# ---- lcd_driver_n ----
## src/rtl/lcd_driver_n.sv

```systemverilog
// lcd_driver_n: alarm-clock display and alarm sequencer.
// Each BCD digit of the selected source (key entry, alarm time or current
// time) is turned into an ASCII code and registered onto the display bus.
// An IDLE/RINGING/HOLD state machine sounds the alarm when the current time
// first reaches the alarm time. Ringing stops after RING_SECS one_second ticks
// or on stop_alarm. The alarm cannot re-trigger until the times differ again.
// Optional feature: define LCD_DRIVER_N_BLINK_EN to blink the key entry. The
// display then shows spaces on alternate seconds while show_current_time is set.
module lcd_driver_n #(
  parameter int NUM_DIGITS = 4,
  parameter int RING_SECS  = 60
) (
  input  logic                    clock,
  input  logic                    reset,
  input  logic                    one_second,
  input  logic [4*NUM_DIGITS-1:0] alarm_time,
  input  logic [4*NUM_DIGITS-1:0] current_time,
  input  logic [4*NUM_DIGITS-1:0] key,
  input  logic                    show_a,
  input  logic                    show_current_time,
  input  logic                    stop_alarm,
  output logic [8*NUM_DIGITS-1:0] display,
  output logic                    sound_a
);

  localparam int            CW       = $clog2(RING_SECS + 1);
  localparam logic [CW-1:0] CNT_LAST = CW'(RING_SECS - 1);

  typedef enum logic [1:0] {
    IDLE    = 2'd0,
    RINGING = 2'd1,
    HOLD    = 2'd2
  } state_t;

  state_t                  state_q, state_d;
  logic [CW-1:0]           cnt_q, cnt_d;
  logic                    match_q, match_d;
  logic                    sound_q, sound_d;
  logic [8*NUM_DIGITS-1:0] display_q, display_d;
  logic [4*NUM_DIGITS-1:0] sel_s;
  logic                    rise_s;
  logic                    blank_s;

  // BCD digit to ASCII; out-of-range codes read as 'E'
  function automatic logic [7:0] enc_digit(input logic [3:0] d);
    logic [7:0] r;
    if (d <= 4'd9) begin
      r = 8'h30 + {4'h0, d};
    end else begin
      r = 8'h45;
    end
    return r;
  endfunction

`ifdef LCD_DRIVER_N_BLINK_EN
  logic blink_q, blink_d;

  // Blink phase flips each second during key entry and rests at 0 otherwise
  always_comb begin
    blink_d = 1'b0;
    if (show_current_time) begin
      if (one_second) begin
        blink_d = ~blink_q;
      end else begin
        blink_d = blink_q;
      end
    end else begin
      blink_d = 1'b0;
    end
  end

  // Blink phase register
  always_ff @(posedge clock or posedge reset) begin
    if (reset) begin
      blink_q <= 1'b0;
    end else begin
      blink_q <= blink_d;
    end
  end

  assign blank_s = blink_d;
`else
  assign blank_s = 1'b0;
`endif

  // Source select (key entry has priority) and per-digit ASCII encoding
  always_comb begin
    sel_s     = current_time;
    display_d = '0;
    if (show_current_time) begin
      sel_s = key;
    end else if (show_a) begin
      sel_s = alarm_time;
    end else begin
      sel_s = current_time;
    end
    for (int i = 0; i < NUM_DIGITS; i++) begin
      if (blank_s) begin
        display_d[8*i +: 8] = 8'h20;
      end else begin
        display_d[8*i +: 8] = enc_digit(sel_s[4*i +: 4]);
      end
    end
  end

  // Alarm match detection; rise only on the first matching cycle
  always_comb begin
    match_d = (current_time == alarm_time);
    rise_s  = match_d & ~match_q;
  end

  // Alarm FSM next-state, ring counter and sound enable
  always_comb begin
    state_d = state_q;
    cnt_d   = cnt_q;
    case (state_q)
      IDLE: begin
        if (rise_s) begin
          if (stop_alarm) begin
            state_d = HOLD;
          end else begin
            state_d = RINGING;
            cnt_d   = '0;
          end
        end else begin
          state_d = IDLE;
        end
      end
      RINGING: begin
        if (stop_alarm) begin
          state_d = HOLD;
        end else if (one_second) begin
          if (cnt_q == CNT_LAST) begin
            state_d = HOLD;
          end else begin
            cnt_d = cnt_q + CW'(1);
          end
        end else begin
          state_d = RINGING;
        end
      end
      HOLD: begin
        if (!match_d) begin
          state_d = IDLE;
        end else begin
          state_d = HOLD;
        end
      end
      default: begin
        state_d = IDLE;
        cnt_d   = '0;
      end
    endcase
    sound_d = (state_d == RINGING);
  end

  // State, counter, match history, sound and display registers
  always_ff @(posedge clock or posedge reset) begin
    if (reset) begin
      state_q   <= IDLE;
      cnt_q     <= '0;
      match_q   <= 1'b1;
      sound_q   <= 1'b0;
      display_q <= {NUM_DIGITS{8'h30}};
    end else begin
      state_q   <= state_d;
      cnt_q     <= cnt_d;
      match_q   <= match_d;
      sound_q   <= sound_d;
      display_q <= display_d;
    end
  end

  assign display = display_q;
  assign sound_a = sound_q;

endmodule

```

## config.mk

```make
export PLATFORM = sky130hd
export DESIGN_NAME = lcd_driver_n
export DESIGN_NICKNAME = d
export VERILOG_FILES = /design/src/rtl/lcd_driver_n.sv
export SDC_FILE = /design/constraint.sdc
export NUM_CORES = 1
export LEC_CHECK = 0
export ABC_AREA = 0
export CORE_AREA = 2 2 81 64
export CTS_BUF_LIST = sky130_fd_sc_hd__clkbuf_4 sky130_fd_sc_hd__clkbuf_8
export DETAILED_ROUTE_END_ITERATION = 16
export DIE_AREA = 0 0 83 66
export HOLD_SLACK_MARGIN = 0.06
export PLACE_DENSITY = 0.93
export SETUP_SLACK_MARGIN = 0.15
export SLEW_MARGIN = 20
export SYNTH_ARGS = -nofsm -noshare
export SYNTH_HDL_FRONTEND = slang
export SYNTH_SLANG_ARGS = --single-unit
```

## constraint.sdc

```tcl
create_clock -name clock -period 2.7 [get_ports clock]
set_input_delay 0.54 -clock clock [delete_from_list [all_inputs] [get_ports clock]]
set_output_delay 0.54 -clock clock [all_outputs]
set_load 0.05 [all_outputs]
```

# ---- trim_sweep_gen ----
$ cat src/rtl/trim_pkg.sv
// Shared types and sizing helpers for the serial trim-code generator.
package trim_pkg;

    typedef enum logic [2:0] {
        ST_IDLE,
        ST_LOAD,
        ST_SHIFT,
        ST_LATCH,
        ST_SETTLE
    } state_t;

    // Bits needed to count 0..n-1, never less than one.
    function automatic int cnt_w(input int n);
        return (n > 2) ? $clog2(n) : 1;
    endfunction

endpackage

$ cat src/rtl/tick_div.sv
// Half-bit-period prescaler: one-cycle tick every HALF_DIV cycles, held at zero by clr.
module tick_div
    import trim_pkg::*;
#(
    parameter int HALF_DIV = 25000000
) (
    input  logic CLK50,
    input  logic RST_N,
    input  logic clr,
    output logic tick
);

    localparam int            CW   = cnt_w(HALF_DIV);
    localparam logic [CW-1:0] LAST = CW'(HALF_DIV - 1);

    logic [CW-1:0] r_cnt;

    always_ff @(posedge CLK50 or negedge RST_N) begin
        if (!RST_N) begin
            r_cnt <= '0;
        end else if (clr || (r_cnt == LAST)) begin
            r_cnt <= '0;
        end else begin
            r_cnt <= r_cnt + CW'(1);
        end
    end

    assign tick = (r_cnt == LAST) && !clr;

endmodule

$ cat src/rtl/trim_sweep_gen.sv
// Serial trim-code generator: shifts a code out over a gated SCLK, strobes LATCH,
// settles, and optionally sweeps CODE_MIN..CODE_MAX in STEP increments.
module trim_sweep_gen
    import trim_pkg::*;
#(
    parameter int CODE_W      = 12,
    parameter int HALF_DIV    = 25000000,
    parameter int SETTLE_BITS = 3,
    parameter int CODE_MIN    = 0,
    parameter int CODE_MAX    = 2**CODE_W - 1,
    parameter int STEP        = 1,
    parameter int MSB_FIRST   = 0
) (
    input  logic              CLK50,
    input  logic              RST_N,
    input  logic              START,
    input  logic              MODE,
    input  logic [CODE_W-1:0] CODE_IN,
    input  logic              ABORT,
    output logic              DOUT,
    output logic              SCLK,
    output logic              LATCH,
    output logic              BUSY,
    output logic              DONE,
    output logic [CODE_W-1:0] CUR_CODE
);

    localparam int                BW       = cnt_w(2 * CODE_W);
    localparam int                SW       = cnt_w(2 * SETTLE_BITS);
    localparam int                XW       = CODE_W + 1;
    localparam logic [BW-1:0]     BIT_LAST = BW'(2 * CODE_W - 1);
    localparam logic [BW-1:0]     BIT_ONE  = BW'(1);
    localparam logic [SW-1:0]     SET_LAST = SW'(2 * SETTLE_BITS - 1);
    localparam logic [XW-1:0]     MAX_X    = XW'(CODE_MAX);
    localparam logic [XW-1:0]     STEP_X   = XW'(STEP);
    localparam logic [CODE_W-1:0] MIN_C    = CODE_W'(CODE_MIN);

    function automatic logic lead_bit(input logic [CODE_W-1:0] v);
        return (MSB_FIRST != 0) ? v[CODE_W-1] : v[0];
    endfunction

    function automatic logic [CODE_W-1:0] shift_out(input logic [CODE_W-1:0] v);
        return (MSB_FIRST != 0) ? (v << 1) : (v >> 1);
    endfunction

    state_t            r_state, w_nxt_state;
    logic              r_sclk, w_nxt_sclk;
    logic              r_dout, w_nxt_dout;
    logic              r_latch, w_nxt_latch;
    logic              r_done, w_nxt_done;
    logic              r_mode, w_nxt_mode;
    logic [CODE_W-1:0] r_cur_code, w_nxt_cur_code;
    logic [CODE_W-1:0] r_shreg, w_nxt_shreg;
    logic [BW-1:0]     r_bit, w_nxt_bit;
    logic [SW-1:0]     r_settle, w_nxt_settle;
    logic              r_start_q;

    logic              w_tick;
    logic              w_clr;
    logic              w_start_rise;
    logic [XW-1:0]     w_sum;
    logic [CODE_W-1:0] w_load_code;
    logic [CODE_W-1:0] w_shifted;

    // Prescaler only runs once the frame is under way; LOAD is an extra cycle.
    assign w_clr        = ABORT || (r_state == ST_IDLE) || (r_state == ST_LOAD);
    assign w_start_rise = START && !r_start_q;
    assign w_sum        = {1'b0, r_cur_code} + STEP_X;
    assign w_load_code  = MODE ? CODE_IN : MIN_C;
    assign w_shifted    = shift_out(r_shreg);

    tick_div #(
        .HALF_DIV(HALF_DIV)
    ) u_tick_div (
        .CLK50(CLK50),
        .RST_N(RST_N),
        .clr  (w_clr),
        .tick (w_tick)
    );

    always_ff @(posedge CLK50 or negedge RST_N) begin
        if (!RST_N) begin
            r_state    <= ST_IDLE;
            r_sclk     <= 1'b0;
            r_dout     <= 1'b0;
            r_latch    <= 1'b0;
            r_done     <= 1'b0;
            r_mode     <= 1'b0;
            r_cur_code <= '0;
            r_shreg    <= '0;
            r_bit      <= '0;
            r_settle   <= '0;
            r_start_q  <= 1'b0;
        end else begin
            r_state    <= w_nxt_state;
            r_sclk     <= w_nxt_sclk;
            r_dout     <= w_nxt_dout;
            r_latch    <= w_nxt_latch;
            r_done     <= w_nxt_done;
            r_mode     <= w_nxt_mode;
            r_cur_code <= w_nxt_cur_code;
            r_shreg    <= w_nxt_shreg;
            r_bit      <= w_nxt_bit;
            r_settle   <= w_nxt_settle;
            r_start_q  <= START;
        end
    end

    always_comb begin
        w_nxt_state    = r_state;
        w_nxt_sclk     = r_sclk;
        w_nxt_dout     = r_dout;
        w_nxt_latch    = r_latch;
        w_nxt_done     = 1'b0;
        w_nxt_mode     = r_mode;
        w_nxt_cur_code = r_cur_code;
        w_nxt_shreg    = r_shreg;
        w_nxt_bit      = r_bit;
        w_nxt_settle   = r_settle;

        if (ABORT) begin
            w_nxt_state = ST_IDLE;
            w_nxt_sclk  = 1'b0;
            w_nxt_dout  = 1'b0;
            w_nxt_latch = 1'b0;
        end else begin
            case (r_state)
                ST_IDLE: begin
                    if (w_start_rise) w_nxt_state = ST_LOAD;
                end
                ST_LOAD: begin
                    w_nxt_mode     = MODE;
                    w_nxt_cur_code = w_load_code;
                    w_nxt_shreg    = w_load_code;
                    w_nxt_dout     = lead_bit(w_load_code);
                    w_nxt_sclk     = 1'b0;
                    w_nxt_latch    = 1'b0;
                    w_nxt_bit      = '0;
                    w_nxt_settle   = '0;
                    w_nxt_state    = ST_SHIFT;
                end
                ST_SHIFT: begin
                    if (w_tick) begin
                        if (r_bit == BIT_LAST) begin
                            w_nxt_sclk  = 1'b0;
                            w_nxt_dout  = 1'b0;
                            w_nxt_latch = 1'b1;
                            w_nxt_bit   = '0;
                            w_nxt_state = ST_LATCH;
                        end else begin
                            w_nxt_bit  = r_bit + BIT_ONE;
                            w_nxt_sclk = !r_sclk;
                            // New data only on the falling toggle keeps DOUT stable while SCLK is high.
                            if (r_sclk) begin
                                w_nxt_shreg = w_shifted;
                                w_nxt_dout  = lead_bit(w_shifted);
                            end
                        end
                    end
                end
                ST_LATCH: begin
                    if (w_tick) begin
                        if (r_bit == BIT_ONE) begin
                            w_nxt_latch = 1'b0;
                            w_nxt_bit   = '0;
                            w_nxt_state = ST_SETTLE;
                        end else begin
                            w_nxt_bit = r_bit + BIT_ONE;
                        end
                    end
                end
                ST_SETTLE: begin
                    if (w_tick) begin
                        if (r_settle == SET_LAST) begin
                            w_nxt_settle = '0;
                            // The extra sum bit catches overflow past an all-ones CODE_MAX.
                            if (r_mode || (w_sum > MAX_X)) begin
                                w_nxt_done  = 1'b1;
                                w_nxt_state = ST_IDLE;
                            end else begin
                                w_nxt_cur_code = w_sum[CODE_W-1:0];
                                w_nxt_shreg    = w_sum[CODE_W-1:0];
                                w_nxt_dout     = lead_bit(w_sum[CODE_W-1:0]);
                                w_nxt_state    = ST_SHIFT;
                            end
                        end else begin
                            w_nxt_settle = r_settle + SW'(1);
                        end
                    end
                end
                default: w_nxt_state = ST_IDLE;
            endcase
        end
    end

    assign DOUT     = r_dout;
    assign SCLK     = r_sclk;
    assign LATCH    = r_latch;
    assign BUSY     = (r_state != ST_IDLE);
    assign DONE     = r_done;
    assign CUR_CODE = r_cur_code;

endmodule

$ cat config.mk
export PLATFORM = sky130hd
export DESIGN_NAME = trim_sweep_gen
export DESIGN_NICKNAME = d
export VERILOG_FILES = /design/src/rtl/trim_pkg.sv /design/src/rtl/tick_div.sv /design/src/rtl/trim_sweep_gen.sv
export SDC_FILE = /design/constraint.sdc
export NUM_CORES = 1
export LEC_CHECK = 0
export ABC_CLOCK_PERIOD_IN_PS = 8700
export CAP_MARGIN = 20
export CORE_MARGIN = 1
export CORE_UTILIZATION = 30
export DETAILED_ROUTE_END_ITERATION = 16
export SYNTH_ARGS = -nofsm -noshare
export SYNTH_HDL_FRONTEND = slang
export SYNTH_HIERARCHICAL = 1
export SYNTH_SLANG_ARGS = --single-unit
$ cat constraint.sdc
create_clock -name CLK50 -period 8.7 [get_ports CLK50]
set_input_delay 1.74 -clock CLK50 [delete_from_list [all_inputs] [get_ports CLK50]]
set_output_delay 1.74 -clock CLK50 [all_outputs]
set_load 0.01 [all_outputs]
# ---- music_box_state_sequencer_flat ----
`config.mk`:
```
export PLATFORM = sky130hd
export DESIGN_NAME = music_box_state_sequencer_flat
export DESIGN_NICKNAME = d
export VERILOG_FILES = /design/src/rtl/music_box_state_sequencer_pkg.sv /design/src/rtl/music_box_state_sequencer_if.sv /design/src/rtl/music_box_state_sequencer_sync_edge.sv /design/src/rtl/music_box_state_sequencer.sv /design/src/flat_wrapper.sv
export SDC_FILE = /design/constraint.sdc
export NUM_CORES = 1
export LEC_CHECK = 0
export CAP_MARGIN = 25
export CORE_MARGIN = 5
export CORE_UTILIZATION = 52
export CTS_CLUSTER_DIAMETER = 30
export DETAILED_ROUTE_END_ITERATION = 7
export HOLD_SLACK_MARGIN = 0.02
export PLACE_DENSITY = 0.8
export SYNTH_ARGS = -nofsm -noshare
export SYNTH_HDL_FRONTEND = slang
export SYNTH_SLANG_ARGS = --single-unit
```
`constraint.sdc`:
```
create_clock -name clock_50Mhz -period 3 [get_ports clock_50Mhz]
set_input_delay 0.6 -clock clock_50Mhz [delete_from_list [all_inputs] [get_ports clock_50Mhz]]
set_output_delay 0.6 -clock clock_50Mhz [all_outputs]
set_load 0.05 [all_outputs]
```
`src/rtl/music_box_state_sequencer_pkg.sv`:
```
// music_box_pkg: shared types and defaults for the music box state sequencer.
//   music_state_e : 5-bit state codes broadcast on currentState
//   seq_state_e   : sequencer FSM states (IDLE, ACTIVE, DRAIN)
//   DEFAULT_*     : default parameter values for the sequencer
package music_box_pkg;

    typedef enum logic [4:0] {
        STATE_DO_NOTHING     = 5'd0,
        STATE_PLAY_SONG0     = 5'd1,
        STATE_PLAY_SONG1     = 5'd2,
        STATE_RECORD         = 5'd3,
        STATE_PLAY_RECORDING = 5'd4
    } music_state_e;

    typedef enum logic [1:0] {
        IDLE   = 2'd0,
        ACTIVE = 2'd1,
        DRAIN  = 2'd2
    } seq_state_e;

    localparam logic [4:0]  DEFAULT_MAX_STATE       = 5'd7;
    localparam int unsigned DEFAULT_GUARD_CYCLES    = 100000;
    localparam logic [31:0] DEFAULT_WATCHDOG_CYCLES = 32'd500000000;

endpackage

```
`src/rtl/music_box_state_sequencer_if.sv`:
```
// music_box_state_sequencer_if: mode request channel from the UI decoder.
//   request_valid : UI requests a mode
//   request_state : requested 5-bit state code
//   request_ready : sequencer can accept (IDLE only)
//   cancel        : level, aborts the active mode
// Modports: master = UI side, slave = sequencer side.
interface music_box_state_sequencer_if;

    logic       request_valid;
    logic [4:0] request_state;
    logic       request_ready;
    logic       cancel;

    modport master (
        output request_valid,
        output request_state,
        output cancel,
        input  request_ready
    );

    modport slave (
        input  request_valid,
        input  request_state,
        input  cancel,
        output request_ready
    );

endinterface

```
`src/rtl/music_box_state_sequencer_sync_edge.sv`:
```
// music_box_sync_edge: 2-flop synchroniser plus rising-edge detector.
//   i_clk, i_rst_n : clock, asynchronous active-low reset
//   i_async        : asynchronous input level
//   i_clr          : clears the edge history so a level already high
//                    on the next cycle is reported as a rising edge
//   o_level        : synchronised level
//   o_rise         : rising edge of o_level
module music_box_sync_edge (
    input  logic i_clk,
    input  logic i_rst_n,
    input  logic i_async,
    input  logic i_clr,
    output logic o_level,
    output logic o_rise
);

    logic r_meta;
    logic r_sync;
    logic r_prev;

    always_ff @(posedge i_clk or negedge i_rst_n) begin
        if (!i_rst_n) begin
            r_meta <= 1'b0;
            r_sync <= 1'b0;
            r_prev <= 1'b0;
        end else begin
            r_meta <= i_async;
            r_sync <= r_meta;
            r_prev <= i_clr ? 1'b0 : r_sync;
        end
    end

    assign o_level = r_sync;
    assign o_rise  = r_sync & ~r_prev;

endmodule

```
`src/rtl/music_box_state_sequencer.sv`:
```
// music_box_state_sequencer: drives the currentState bus watched by all
// MusicBoxState_* modules, accepts one mode request at a time and returns
// to DoNothing on completion, cancel or (optionally) watchdog timeout.
//   clock_50Mhz, reset_n : clock, asynchronous active-low reset
//   req (slave)          : request_valid/request_state/request_ready/cancel
//   stateComplete        : OR of state modules' flags, 1 kHz domain
//   currentState         : registered state code broadcast
//   busy                 : high in ACTIVE or DRAIN
//   completed_pulse      : one cycle, mode ended via stateComplete
//   rejected_pulse       : one cycle, handshake carried an illegal code
//   debugString          : {fsm[1:0], 6'b0, lastState, 3'b0, guard[15:0]}
// Optional macro MUSICBOX_STATE_WATCHDOG_EN: ACTIVE timeout acting as
// cancel; debugString[31] then becomes a sticky watchdog-fired flag.
module music_box_state_sequencer
    import music_box_pkg::*;
#(
    parameter logic [4:0]  MAX_STATE       = DEFAULT_MAX_STATE,
    parameter int unsigned GUARD_CYCLES    = DEFAULT_GUARD_CYCLES,
    parameter logic [31:0] WATCHDOG_CYCLES = DEFAULT_WATCHDOG_CYCLES
) (
    input  logic                          clock_50Mhz,
    input  logic                          reset_n,
    music_box_state_sequencer_if.slave    req,
    input  logic                          stateComplete,
    output logic [4:0]                    currentState,
    output logic                          busy,
    output logic                          completed_pulse,
    output logic                          rejected_pulse,
    output logic [31:0]                   debugString
);

    localparam logic [31:0] GUARD_LAST = 32'(GUARD_CYCLES - 1);

    seq_state_e  r_state, w_state_nxt;
    logic [4:0]  r_cur, w_cur_nxt;
    logic [4:0]  r_last, w_last_nxt;
    logic [31:0] r_guard, w_guard_nxt;
    logic        r_done, w_done_nxt;
    logic        r_rej, w_rej_nxt;

    logic w_accept;
    logic w_legal;
    logic w_accept_ok;
    logic w_sc_level;
    logic w_sc_rise;
    logic w_wd_fire;
    logic w_dbg_top;

    music_box_sync_edge u_sc_sync (
        .i_clk   (clock_50Mhz),
        .i_rst_n (reset_n),
        .i_async (stateComplete),
        .i_clr   (w_accept_ok),
        .o_level (w_sc_level),
        .o_rise  (w_sc_rise)
    );

    assign req.request_ready = (r_state == IDLE) && reset_n;
    assign w_accept    = req.request_valid && req.request_ready;
    assign w_legal     = (req.request_state != 5'd0) && (req.request_state <= MAX_STATE);
    assign w_accept_ok = w_accept && w_legal;

`ifdef MUSICBOX_STATE_WATCHDOG_EN
    logic [31:0] r_wd;
    logic        r_wd_sticky;

    assign w_wd_fire = (r_state == ACTIVE) && (r_wd == WATCHDOG_CYCLES - 32'd1);

    // Counter is zero outside ACTIVE, so it starts from 0 on every entry.
    always_ff @(posedge clock_50Mhz or negedge reset_n) begin
        if (!reset_n) begin
            r_wd        <= '0;
            r_wd_sticky <= 1'b0;
        end else begin
            r_wd <= (r_state == ACTIVE) ? r_wd + 32'd1 : '0;
            if (w_accept_ok)
                r_wd_sticky <= 1'b0;
            else if (w_wd_fire && !w_sc_rise)
                r_wd_sticky <= 1'b1;
        end
    end

    assign w_dbg_top = r_wd_sticky;
`else
    logic w_unused_wd;
    assign w_unused_wd = &WATCHDOG_CYCLES;
    assign w_wd_fire   = 1'b0;
    assign w_dbg_top   = r_state[1];
`endif

    always_comb begin
        w_state_nxt = r_state;
        w_cur_nxt   = r_cur;
        w_last_nxt  = r_last;
        w_guard_nxt = r_guard;
        w_done_nxt  = 1'b0;
        w_rej_nxt   = 1'b0;
        case (r_state)
            IDLE: begin
                w_guard_nxt = '0;
                if (w_accept) begin
                    if (w_legal) begin
                        w_state_nxt = ACTIVE;
                        w_cur_nxt   = req.request_state;
                        w_last_nxt  = req.request_state;
                    end else begin
                        w_rej_nxt = 1'b1;
                    end
                end
            end
            ACTIVE: begin
                // Completion takes priority over cancel and watchdog.
                if (w_sc_rise) begin
                    w_state_nxt = DRAIN;
                    w_cur_nxt   = STATE_DO_NOTHING;
                    w_guard_nxt = '0;
                    w_done_nxt  = 1'b1;
                end else if (req.cancel || w_wd_fire) begin
                    w_state_nxt = DRAIN;
                    w_cur_nxt   = STATE_DO_NOTHING;
                    w_guard_nxt = '0;
                end
            end
            DRAIN: begin
                // Counter saturates at the last guard cycle while the
                // synchronised completion flag is still high.
                if (r_guard == GUARD_LAST) begin
                    if (!w_sc_level) begin
                        w_state_nxt = IDLE;
                        w_guard_nxt = '0;
                    end
                end else begin
                    w_guard_nxt = r_guard + 32'd1;
                end
            end
            default: begin
                w_state_nxt = IDLE;
                w_cur_nxt   = STATE_DO_NOTHING;
                w_guard_nxt = '0;
            end
        endcase
    end

    always_ff @(posedge clock_50Mhz or negedge reset_n) begin
        if (!reset_n) begin
            r_state <= IDLE;
            r_cur   <= STATE_DO_NOTHING;
            r_last  <= '0;
            r_guard <= '0;
            r_done  <= 1'b0;
            r_rej   <= 1'b0;
        end else begin
            r_state <= w_state_nxt;
            r_cur   <= w_cur_nxt;
            r_last  <= w_last_nxt;
            r_guard <= w_guard_nxt;
            r_done  <= w_done_nxt;
            r_rej   <= w_rej_nxt;
        end
    end

    assign currentState    = r_cur;
    assign busy            = (r_state != IDLE);
    assign completed_pulse = r_done;
    assign rejected_pulse  = r_rej;
    assign debugString     = {w_dbg_top, r_state[0], 6'b0, r_last, 3'b0, r_guard[15:0]};

endmodule

```
`src/flat_wrapper.sv`:
```
// flat-port wrapper written by rule: the top's interface ports become plain ports
module music_box_state_sequencer_flat import music_box_pkg::*;
#(
    parameter logic [4:0]  MAX_STATE       = DEFAULT_MAX_STATE,
    parameter int unsigned GUARD_CYCLES    = DEFAULT_GUARD_CYCLES,
    parameter logic [31:0] WATCHDOG_CYCLES = DEFAULT_WATCHDOG_CYCLES
)
  (clock_50Mhz, reset_n, stateComplete, currentState, busy, completed_pulse, rejected_pulse, debugString, req_request_valid, req_request_state, req_cancel, req_request_ready);
  music_box_state_sequencer_if req_i ();
  input  logic clock_50Mhz;
  input  logic reset_n;
  input  logic stateComplete;
  output logic [4:0] currentState;
  output logic busy;
  output logic completed_pulse;
  output logic rejected_pulse;
  output logic [31:0] debugString;
  input wire logic [$bits(req_i.request_valid)-1:0] req_request_valid;
  input wire logic [$bits(req_i.request_state)-1:0] req_request_state;
  input wire logic [$bits(req_i.cancel)-1:0] req_cancel;
  output wire logic [$bits(req_i.request_ready)-1:0] req_request_ready;
  assign req_i.request_valid = req_request_valid;
  assign req_i.request_state = req_request_state;
  assign req_i.cancel = req_cancel;
  assign req_request_ready = req_i.request_ready;
  music_box_state_sequencer #(.MAX_STATE(MAX_STATE), .GUARD_CYCLES(GUARD_CYCLES), .WATCHDOG_CYCLES(WATCHDOG_CYCLES)) u_core (.clock_50Mhz(clock_50Mhz), .reset_n(reset_n), .req(req_i), .stateComplete(stateComplete), .currentState(currentState), .busy(busy), .completed_pulse(completed_pulse), .rejected_pulse(rejected_pulse), .debugString(debugString));
endmodule
```
# ---- tmr_fault_monitor ----
<file path="src/rtl/tmr_pkg.sv">
// Shared encodings for the TMR fault monitor: FSM states, voter bit positions
// and a helper that classifies a 3-bit disagreement code.
package tmr_pkg;

  typedef enum logic [1:0] {
    S_OK       = 2'd0,
    S_DEGRADED = 2'd1,
    S_FATAL    = 2'd2
  } state_t;

  localparam int VS_A = 0;
  localparam int VS_B = 1;
  localparam int VS_C = 2;

  localparam logic [2:0] VS_AGREE = 3'b000;

  // True when two or more of the three bits are set.
  function automatic logic is_multi(input logic [2:0] vs);
    return (vs[0] & vs[1]) | (vs[0] & vs[2]) | (vs[1] & vs[2]);
  endfunction

endpackage

</file>
<file path="src/rtl/fault_leaky_counter.sv">
// Saturating up/down fault counter. Increment beats decrement and the count
// never goes below zero.
module fault_leaky_counter #(
  parameter int CNT_W = 8
) (
  input  logic             clk,
  input  logic             rst_in,
  input  logic             clr,
  input  logic             inc,
  input  logic             dec,
  output logic [CNT_W-1:0] cnt
);

  localparam logic [CNT_W-1:0] CNT_MAX = '1;

  always_ff @(posedge clk) begin
    if (!rst_in || clr) begin
      cnt <= '0;
    end else if (inc) begin
      if (cnt != CNT_MAX) cnt <= cnt + 1'b1;
    end else if (dec && (cnt != '0)) begin
      cnt <= cnt - 1'b1;
    end
  end

endmodule

</file>
<file path="src/rtl/tmr_fault_monitor.sv">
// Watches the TMR voter's disagreement code, keeps leaky per-core fault counts,
// flags persistently bad cores and latches a sticky fatal state.
module tmr_fault_monitor
  import tmr_pkg::*;
#(
  parameter int CNT_W          = 8,
  parameter int DEGRADE_THRESH = 4,
  parameter int WINDOW         = 256
) (
  input  logic             clk,
  input  logic             rst_in,
  input  logic [2:0]       Voter_state,
  input  logic [31:0]      PC_Top,
  input  logic             core_hold,
  input  logic             clr,
  output logic [CNT_W-1:0] fault_cnt_A,
  output logic [CNT_W-1:0] fault_cnt_B,
  output logic [CNT_W-1:0] fault_cnt_C,
  output logic [2:0]       core_degraded,
  output logic             fatal,
  output logic [31:0]      last_fault_pc,
  output logic [2:0]       last_fault_state,
  output logic             fault_irq,
  output state_t           dbg_state
);

  localparam int              WIN_W    = (WINDOW > 1) ? $clog2(WINDOW) : 1;
  localparam logic [WIN_W-1:0] WIN_LAST = WIN_W'(WINDOW - 1);

  logic [WIN_W-1:0] win_cnt;
  logic             wrap;
  logic [2:0]       prev_vs;
  logic             evt;
  logic             evt_corr;
  logic             evt_unc;
  logic [2:0]       inc;
  logic [2:0]       over_thresh;
  state_t           state_q;
  state_t           state_d;

  // Window counter keeps running while the cores are held.
  always_ff @(posedge clk) begin
    if (!rst_in || clr) begin
      win_cnt <= '0;
    end else if (win_cnt == WIN_LAST) begin
      win_cnt <= '0;
    end else begin
      win_cnt <= win_cnt + 1'b1;
    end
  end

  assign wrap = (win_cnt == WIN_LAST);

  // A held cycle is invisible: it neither raises events nor updates prev_vs.
  always_ff @(posedge clk) begin
    if (!rst_in || clr) begin
      prev_vs <= VS_AGREE;
    end else if (!core_hold) begin
      prev_vs <= Voter_state;
    end
  end

  assign evt      = !core_hold && (Voter_state != VS_AGREE) && (Voter_state != prev_vs);
  assign evt_unc  = evt && is_multi(Voter_state);
  assign evt_corr = evt && !is_multi(Voter_state);
  assign inc      = {3{evt_corr}} & Voter_state;

  fault_leaky_counter #(.CNT_W(CNT_W)) u_cnt_a (
    .clk(clk), .rst_in(rst_in), .clr(clr), .inc(inc[VS_A]), .dec(wrap), .cnt(fault_cnt_A)
  );
  fault_leaky_counter #(.CNT_W(CNT_W)) u_cnt_b (
    .clk(clk), .rst_in(rst_in), .clr(clr), .inc(inc[VS_B]), .dec(wrap), .cnt(fault_cnt_B)
  );
  fault_leaky_counter #(.CNT_W(CNT_W)) u_cnt_c (
    .clk(clk), .rst_in(rst_in), .clr(clr), .inc(inc[VS_C]), .dec(wrap), .cnt(fault_cnt_C)
  );

  assign over_thresh[VS_A] = 32'(fault_cnt_A) >= 32'(DEGRADE_THRESH);
  assign over_thresh[VS_B] = 32'(fault_cnt_B) >= 32'(DEGRADE_THRESH);
  assign over_thresh[VS_C] = 32'(fault_cnt_C) >= 32'(DEGRADE_THRESH);

  // Degraded flags are sticky; leak below the threshold does not clear them.
  always_ff @(posedge clk) begin
    if (!rst_in || clr) begin
      core_degraded <= '0;
    end else begin
      core_degraded <= core_degraded | over_thresh;
    end
  end

  // Capture is overwrite-on-event; clr suppresses the event entirely.
  always_ff @(posedge clk) begin
    if (!rst_in || clr) begin
      fault_irq        <= 1'b0;
      last_fault_pc    <= '0;
      last_fault_state <= VS_AGREE;
    end else begin
      fault_irq <= evt;
      if (evt) begin
        last_fault_pc    <= PC_Top;
        last_fault_state <= Voter_state;
      end
    end
  end

  always_ff @(posedge clk) begin
    if (!rst_in || clr) begin
      state_q <= S_OK;
    end else begin
      state_q <= state_d;
    end
  end

  always_comb begin
    state_d = state_q;
    case (state_q)
      S_OK, S_DEGRADED: begin
        if (evt_unc || is_multi(core_degraded)) begin
          state_d = S_FATAL;
        end else if (core_degraded != 3'b000) begin
          state_d = S_DEGRADED;
        end
      end
      S_FATAL: state_d = S_FATAL;
      default: state_d = S_OK;
    endcase
  end

  always_comb begin
    fatal     = (state_q == S_FATAL);
    dbg_state = state_q;
  end

endmodule

</file>
<file path="config.mk">
export PLATFORM = sky130hd
export DESIGN_NAME = tmr_fault_monitor
export DESIGN_NICKNAME = d
export VERILOG_FILES = /design/src/rtl/tmr_pkg.sv /design/src/rtl/fault_leaky_counter.sv /design/src/rtl/tmr_fault_monitor.sv
export SDC_FILE = /design/constraint.sdc
export NUM_CORES = 1
export LEC_CHECK = 0
export CORE_MARGIN = 3
export CORE_UTILIZATION = 49
export CTS_CLUSTER_DIAMETER = 100
export DETAILED_ROUTE_END_ITERATION = 16
export GPL_TIMING_DRIVEN = 0
export PLACE_DENSITY = 0.78
export RECOVER_POWER = 100
export SLEW_MARGIN = 20
export SYNTH_ARGS = -nofsm -noshare
export SYNTH_HDL_FRONTEND = slang
export SYNTH_SLANG_ARGS = --single-unit
</file>
<file path="constraint.sdc">
create_clock -name clk -period 2.74 [get_ports clk]
set_input_delay 0.274 -clock clk [delete_from_list [all_inputs] [get_ports clk]]
set_output_delay 0.274 -clock clk [all_outputs]
set_load 0.05 [all_outputs]
</file>
==> tmr_fault_monitor/m1.png <==
Drawn at 4 px/µm. Supply wires on this layer in gray.
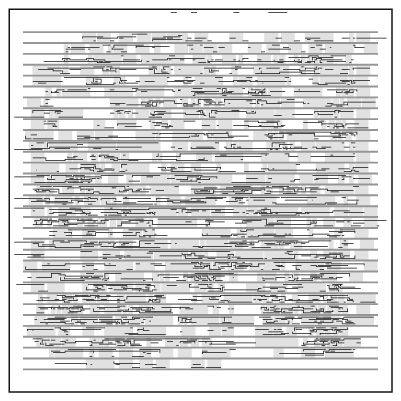
longest straight run: 33.6 µm
wire length on this layer: 4170 µm

==> tmr_fault_monitor/class_map.png <==
Drawn at 4 px/µm.
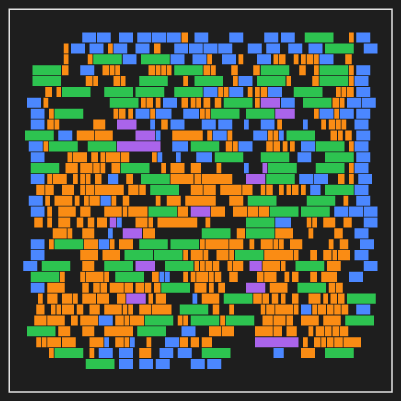
legend:
  remaining logic cells:
    color: orange
    cells: 349
    share_of_their_area: 43%
  clock drivers and dummy loads:
    color: purple
    cells: 15
    share_of_their_area: 4.2%
  remaining buffers and delay cells:
    color: blue
    cells: 126
    share_of_their_area: 23%
  registers:
    color: green
    cells: 76
    share_of_their_area: 30%

==> impl_metrics.json, tmr_fault_monitor <==
{
  "critPathMaxFanout": 7,
  "ios": 105,
  "num-fill-cells": 622,
  "syn_area_per_cell_um2": 8.80,
  "final_cell_mix": "nand2_1 (88), dfxtp_1 (76), dlygate4sd3_1 (67)",
  "initCoreUtil_pct": 52.2,
  "port_buffers": 100,
  "n_sequential_cell": 76,
  "internal-power_w": 0.00182,
  "clkCellAreaFrac_pct": 4.13,
  "finalPower_w": 0.00248,
  "layout_setup_ws_ns": 0.181,
  "yosys-stat-area_mm2": 0.00391,
  "placed_cell_area_mm2": 0.00503,
  "dp_cells": 643,
  "ys_sh_xor_pct": 6.69,
  "power_frac_clock_pct": 37.5,
  "met2_length_um": 4700,
  "maxPowerGroup": "registers",
  "drv_cap": 0,
  "cts_buffers": 9,
  "grt_pass1_vias": 3295,
  "cts_sinks": 76,
  "p_seq_w": 0.00115,
  "die_h_um": 95.3,
  "dp_hpwl_um": 7130,
  "post_cts_buffers": 0,
  "clk_path_buf_depth": 2,
  "grt_start_max_net_pins": 13,
  "status": "completed",
  "cts_root_buffer": "clkbuf_8",
  "hold_start": "Voter_state[0]",
  "largest_reg_flops": 32,
  "final_antenna_net_count": 0,
  "highest-signal-layer": "met4",
  "dr.pass1.iters": 4,
  "cellLeakagePower_nw": 2.26,
  "dominant_cells": "multi-input combinational cells",
  "insertion_delay_ns": 0.34,
  "yosys.area.top_type": "dfxtp_1",
  "drive_gt1_share_pct": 6.89,
  "yosys_warnings": 0,
  "final_area_mm2": 0.00521,
  "worstSetupPathType": "reg2reg",
  "path_clk_slew_ns": 0.08,
  "seq_power_share_pct": 46.4,
  "wl_met1_um": 4170,
  "cts.htree.levels": 3,
  "fmax_ghz": 0.391,
  "antenna_found_initial": 0,
  "cts_hold_buf": 0,
  "setup_violations": 0,
  "drt-initial-drc-count": 105,
  "layout_min_cycle_time_ns": 2.56,
  "drt_wl_total_um": 9450,
  "worst_pin_slew_ns": 1.04,
  "rsz0062_at_grt": "false",
  "cpPeakStageDelay_ns": 0.41,
  "warnings": 27,
  "coreArea_mm2": 0.00749
}
==> trim_sweep_gen/port_trees.png <==
Drawn at 2 px/µm.
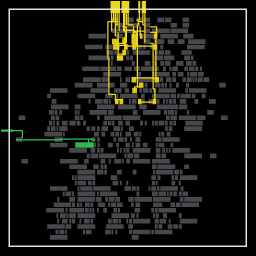
legend:
  `LATCH`:
    color: green
    bits: 1
    direction: output
    end_cells: 1
    buffers: 1
    wire: 55.3 µm
  `CODE_IN`:
    color: yellow
    bits: 12
    direction: input
    end_cells: 20
    buffers: 12
    wire: 388 µm

==> impl_metrics.json, trim_sweep_gen <==
{
  "status": "completed",
  "yosys.area.top_type": "dfrtp_1",
  "path_common_cell": "nor2_1",
  "worstPathRequired_ns": 8.90,
  "edf_count": 0,
  "path_clk_slew_ns": 0.05,
  "power_frac_clock_pct": 38.7,
  "antenna_found_initial": 0,
  "area_growth_pct": 19.0,
  "met2_length_um": 4690,
  "top_cell": "dfrtp_1",
  "regMostFlops": "u_tick_div/r_cnt",
  "dr.pass1.iters": 5,
  "grtUsageMet1_pct": 21.0,
  "hold_ws_ns": 0.496,
  "yosys-stat-area_mm2": 0.00402,
  "finalMaxSlewViolations": 0,
  "syn_nets": 462,
  "powerClk_w": 0.000390,
  "cp.depth": 8,
  "place_ws_ns": 3.73,
  "drv_cap": 0,
  "ys_sh_aoi_pct": 17.3,
  "layout_setup_ws_ns": 4.03,
  "gr-usage-met3_pct": 3.29,
  "slew_headroom_pct": 27.9,
  "critPathLaunchType": "input pin",
  "cts_buffers": 9,
  "crit_family": "simple AND/OR/NAND/NOR gates",
  "final_antenna_net_count": 0,
  "synthMuxAreaShare_pct": 6.10,
  "mi_logic_area_mm2": 0.00223,
  "clock_buffer_count": 14,
  "drt-initial-drc-count": 229,
  "cts_hold_buf": 0,
  "final_cell_mix": "dfrtp_1 (65), nand2_1 (40), clkdlybuf4s50_1 (32)",
  "n_sequential_cell": 65,
  "coreArea_mm2": 0.0128,
  "layout_min_cycle_time_ns": 4.67,
  "worstSetupPathType": "in2reg",
  "grt.busiest_layer": "met2",
  "cts_root_buffer": "clkbuf_16",
  "clkCellAreaFrac_pct": 6.77,
  "worst_pin_slew_ns": 1.08,
  "die_h_um": 118,
  "grt-ovfl-total": 0,
  "max-vdd-ir-drop_v": 0.0000888,
  "placed_cell_area_mm2": 0.00446
}
==> lcd_driver_n/port_trees.png <==
Drawn at 3 px/µm.
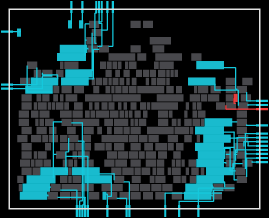
legend:
  `reset`:
    color: red
    bits: 1
    direction: input
    end_cells: 1
    buffers: 1
    wire: 13.9 µm
  `display`:
    color: cyan
    bits: 32
    direction: output
    end_cells: 28
    buffers: 28
    wire: 555 µm

==> impl_metrics.json, lcd_driver_n <==
{
  "cts.htree.levels": 2,
  "top_logic_kind": "AND-OR/OR-AND gates",
  "cellLeakagePower_nw": 1.25,
  "powerDensity_mw_per_mm2": 492,
  "syn_area_per_cell_um2": 9.23,
  "dp_cells": 352,
  "min_to": "cnt_q[1]$_DFFE_PP0P_",
  "utilization_pct": 63.6,
  "r2r_cells": 5,
  "worst_pin_slew_ns": 0.528,
  "cp.depth": 1,
  "skew_ns": 0.00348,
  "layout_setup_ws_ns": 0.517,
  "r2r_end": "cnt_q[0]$_DFFE_PP0P_",
  "grtUsageMet1_pct": 25.3,
  "final_area_mm2": 0.00299,
  "cpPeakStageDelay_ns": 0.82,
  "warnings": 26,
  "lay_top_count": "clkdlybuf4s50_1",
  "dp_hpwl_um": 4160,
  "grt_use_met2_pct": 34.9,
  "diodes": 0,
  "adder_share_pct": 0.613,
  "buffers": 85,
  "layout_min_cycle_time_ns": 2.18,
  "port_buffers": 82,
  "power_switching_w": 0.000463,
  "place_ws_ns": 0.350,
  "cp-endpoint": "display[12]",
  "comb_share_pct": 34.6,
  "p_seq_w": 0.000556,
  "status": "completed",
  "p_comb_share_pct": 31.5,
  "synth.top_cell.area_share_pct": 35.6,
  "ys.flop_type": "dfrtp_1",
  "fin_cells": 360,
  "netlist_top_cells_count": "dfrtp_1 (29), nand2_1 (22), xor2_1 (16), inv_1 (13), nor2_1 (12)",
  "dominant_cells": "multi-input combinational cells",
  "wl_met1_um": 2320
}
==> music_box_state_sequencer_flat/placed.png <==
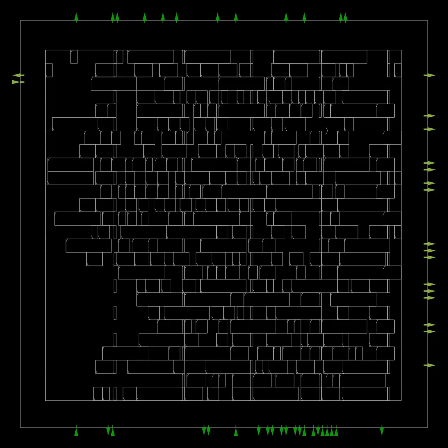
flip-flops: 49
Core Area: 0.00507 mm²
tap cells: 70
Std-Cell Rows: 26

==> impl_metrics.json, music_box_state_sequencer_flat <==
{
  "worstPathRequired_ns": 2.40,
  "layout.nonclk_buf_share_pct": 15.3,
  "cts_root_buffer": "clkbuf_8",
  "cp-endpoint": "req_request_ready",
  "power_frac_clock_pct": 23.3,
  "p_seq_w": 0.000809,
  "synthMuxAreaShare_pct": 0,
  "ys_sh_xor_pct": 0,
  "setup_violations": 0,
  "timing.critical_path.buf_inv": 1,
  "regToRegSetupSlack_ns": 0.59,
  "lay_top_count": "dfrtp_1",
  "r2r_end": "u_core.r_guard[30]$_DFFE_PN0P_",
  "synth_area_mm2": 0.00271,
  "die_h_um": 82.1,
  "crit_slowest_cell": "clkdlybuf4s50_1",
  "status": "completed"
}

==> notes/layouts.md <==
Pictures saved along the way, in no particular order.

Placement density heat map.
shot_01.png
Drawn at 3 px/µm. 12 x 12 tiles, from dark blue (low) to red (high), 0 to 100% covered.
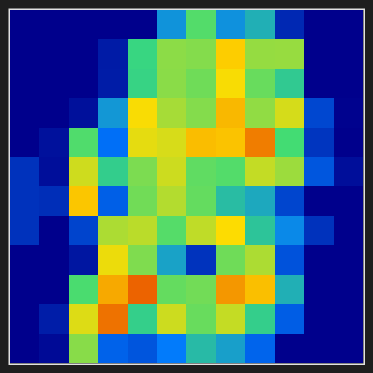
shot_02.png
Drawn at 4 px/µm. 8 x 8 tiles, from dark blue (low) to red (high), 0 to 100% covered.
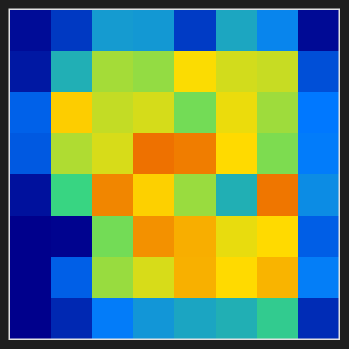
shot_03.png
Drawn at 4 px/µm. 8 x 7 tiles, from dark blue (low) to red (high), 0 to 100% covered.
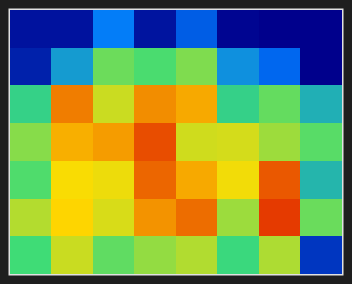
shot_04.png
Drawn at 4 px/µm. 10 x 10 tiles, from dark blue (low) to red (high), 0 to 100% covered.
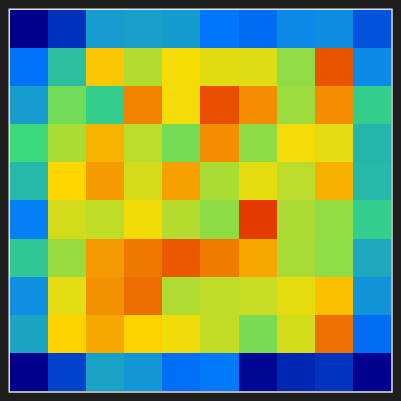
shot_02.png is music_box_state_sequencer_flat.
shot_04.png is tmr_fault_monitor.
shot_03.png is lcd_driver_n.
shot_01.png is trim_sweep_gen.
The one with the smallest die is shot_03.png.
The one with the lowest utilization is shot_01.png.



==> gallery <==
Placement view.
Plate I
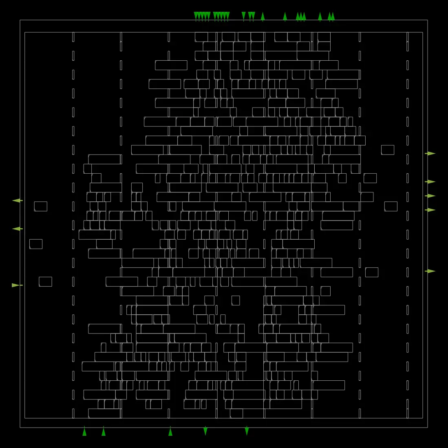
Plate II
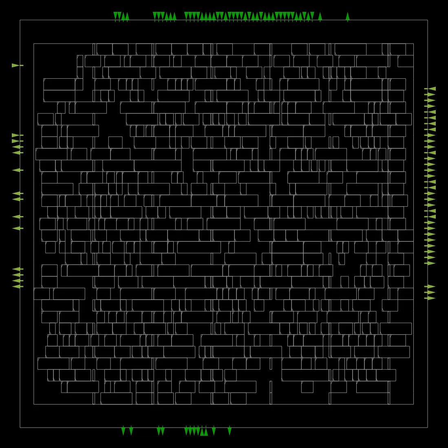
Plate III
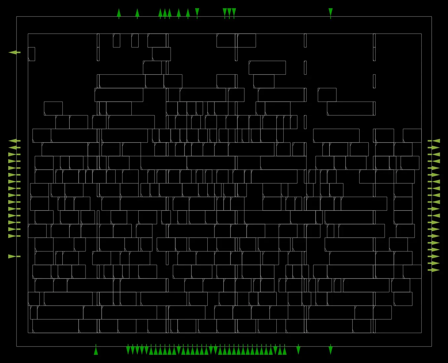
- tmr_fault_monitor = Plate II
- trim_sweep_gen = Plate I
- lcd_driver_n = Plate III


## Gallery

M1 wires.
(a)
Drawn at 6 px/µm. Supply wires on this layer in gray.
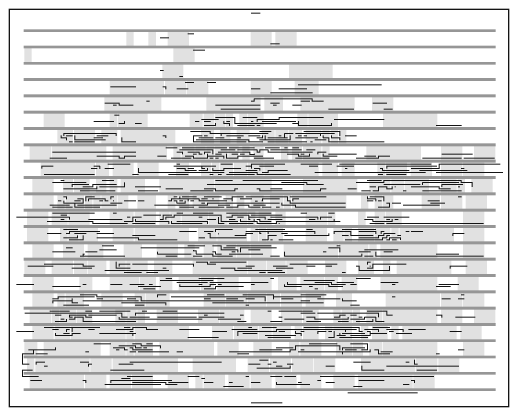
(b)
Drawn at 6 px/µm. Supply wires on this layer in gray.
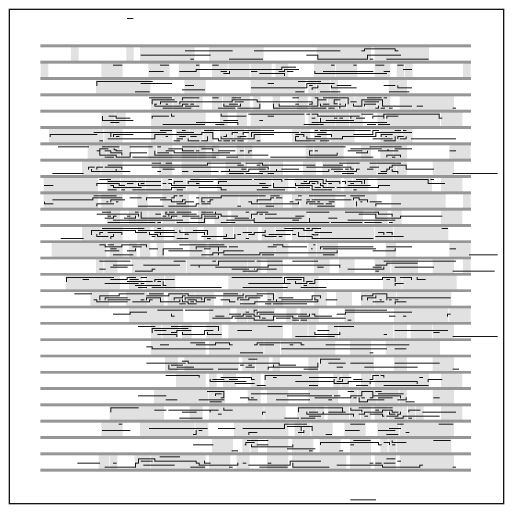
(c)
Drawn at 4 px/µm. Supply wires on this layer in gray.
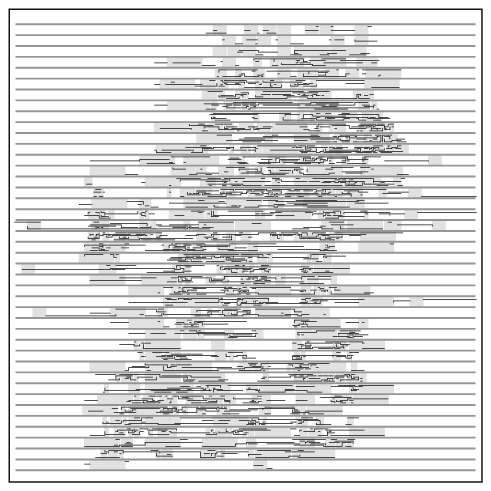
The one with the smallest die is (a).
The one with the largest die is (c).
(a) comes from lcd_driver_n.
(b) comes from music_box_state_sequencer_flat.
(c) comes from trim_sweep_gen.

Key to (c):
main direction: horizontal
longest straight run: 40.0 µm

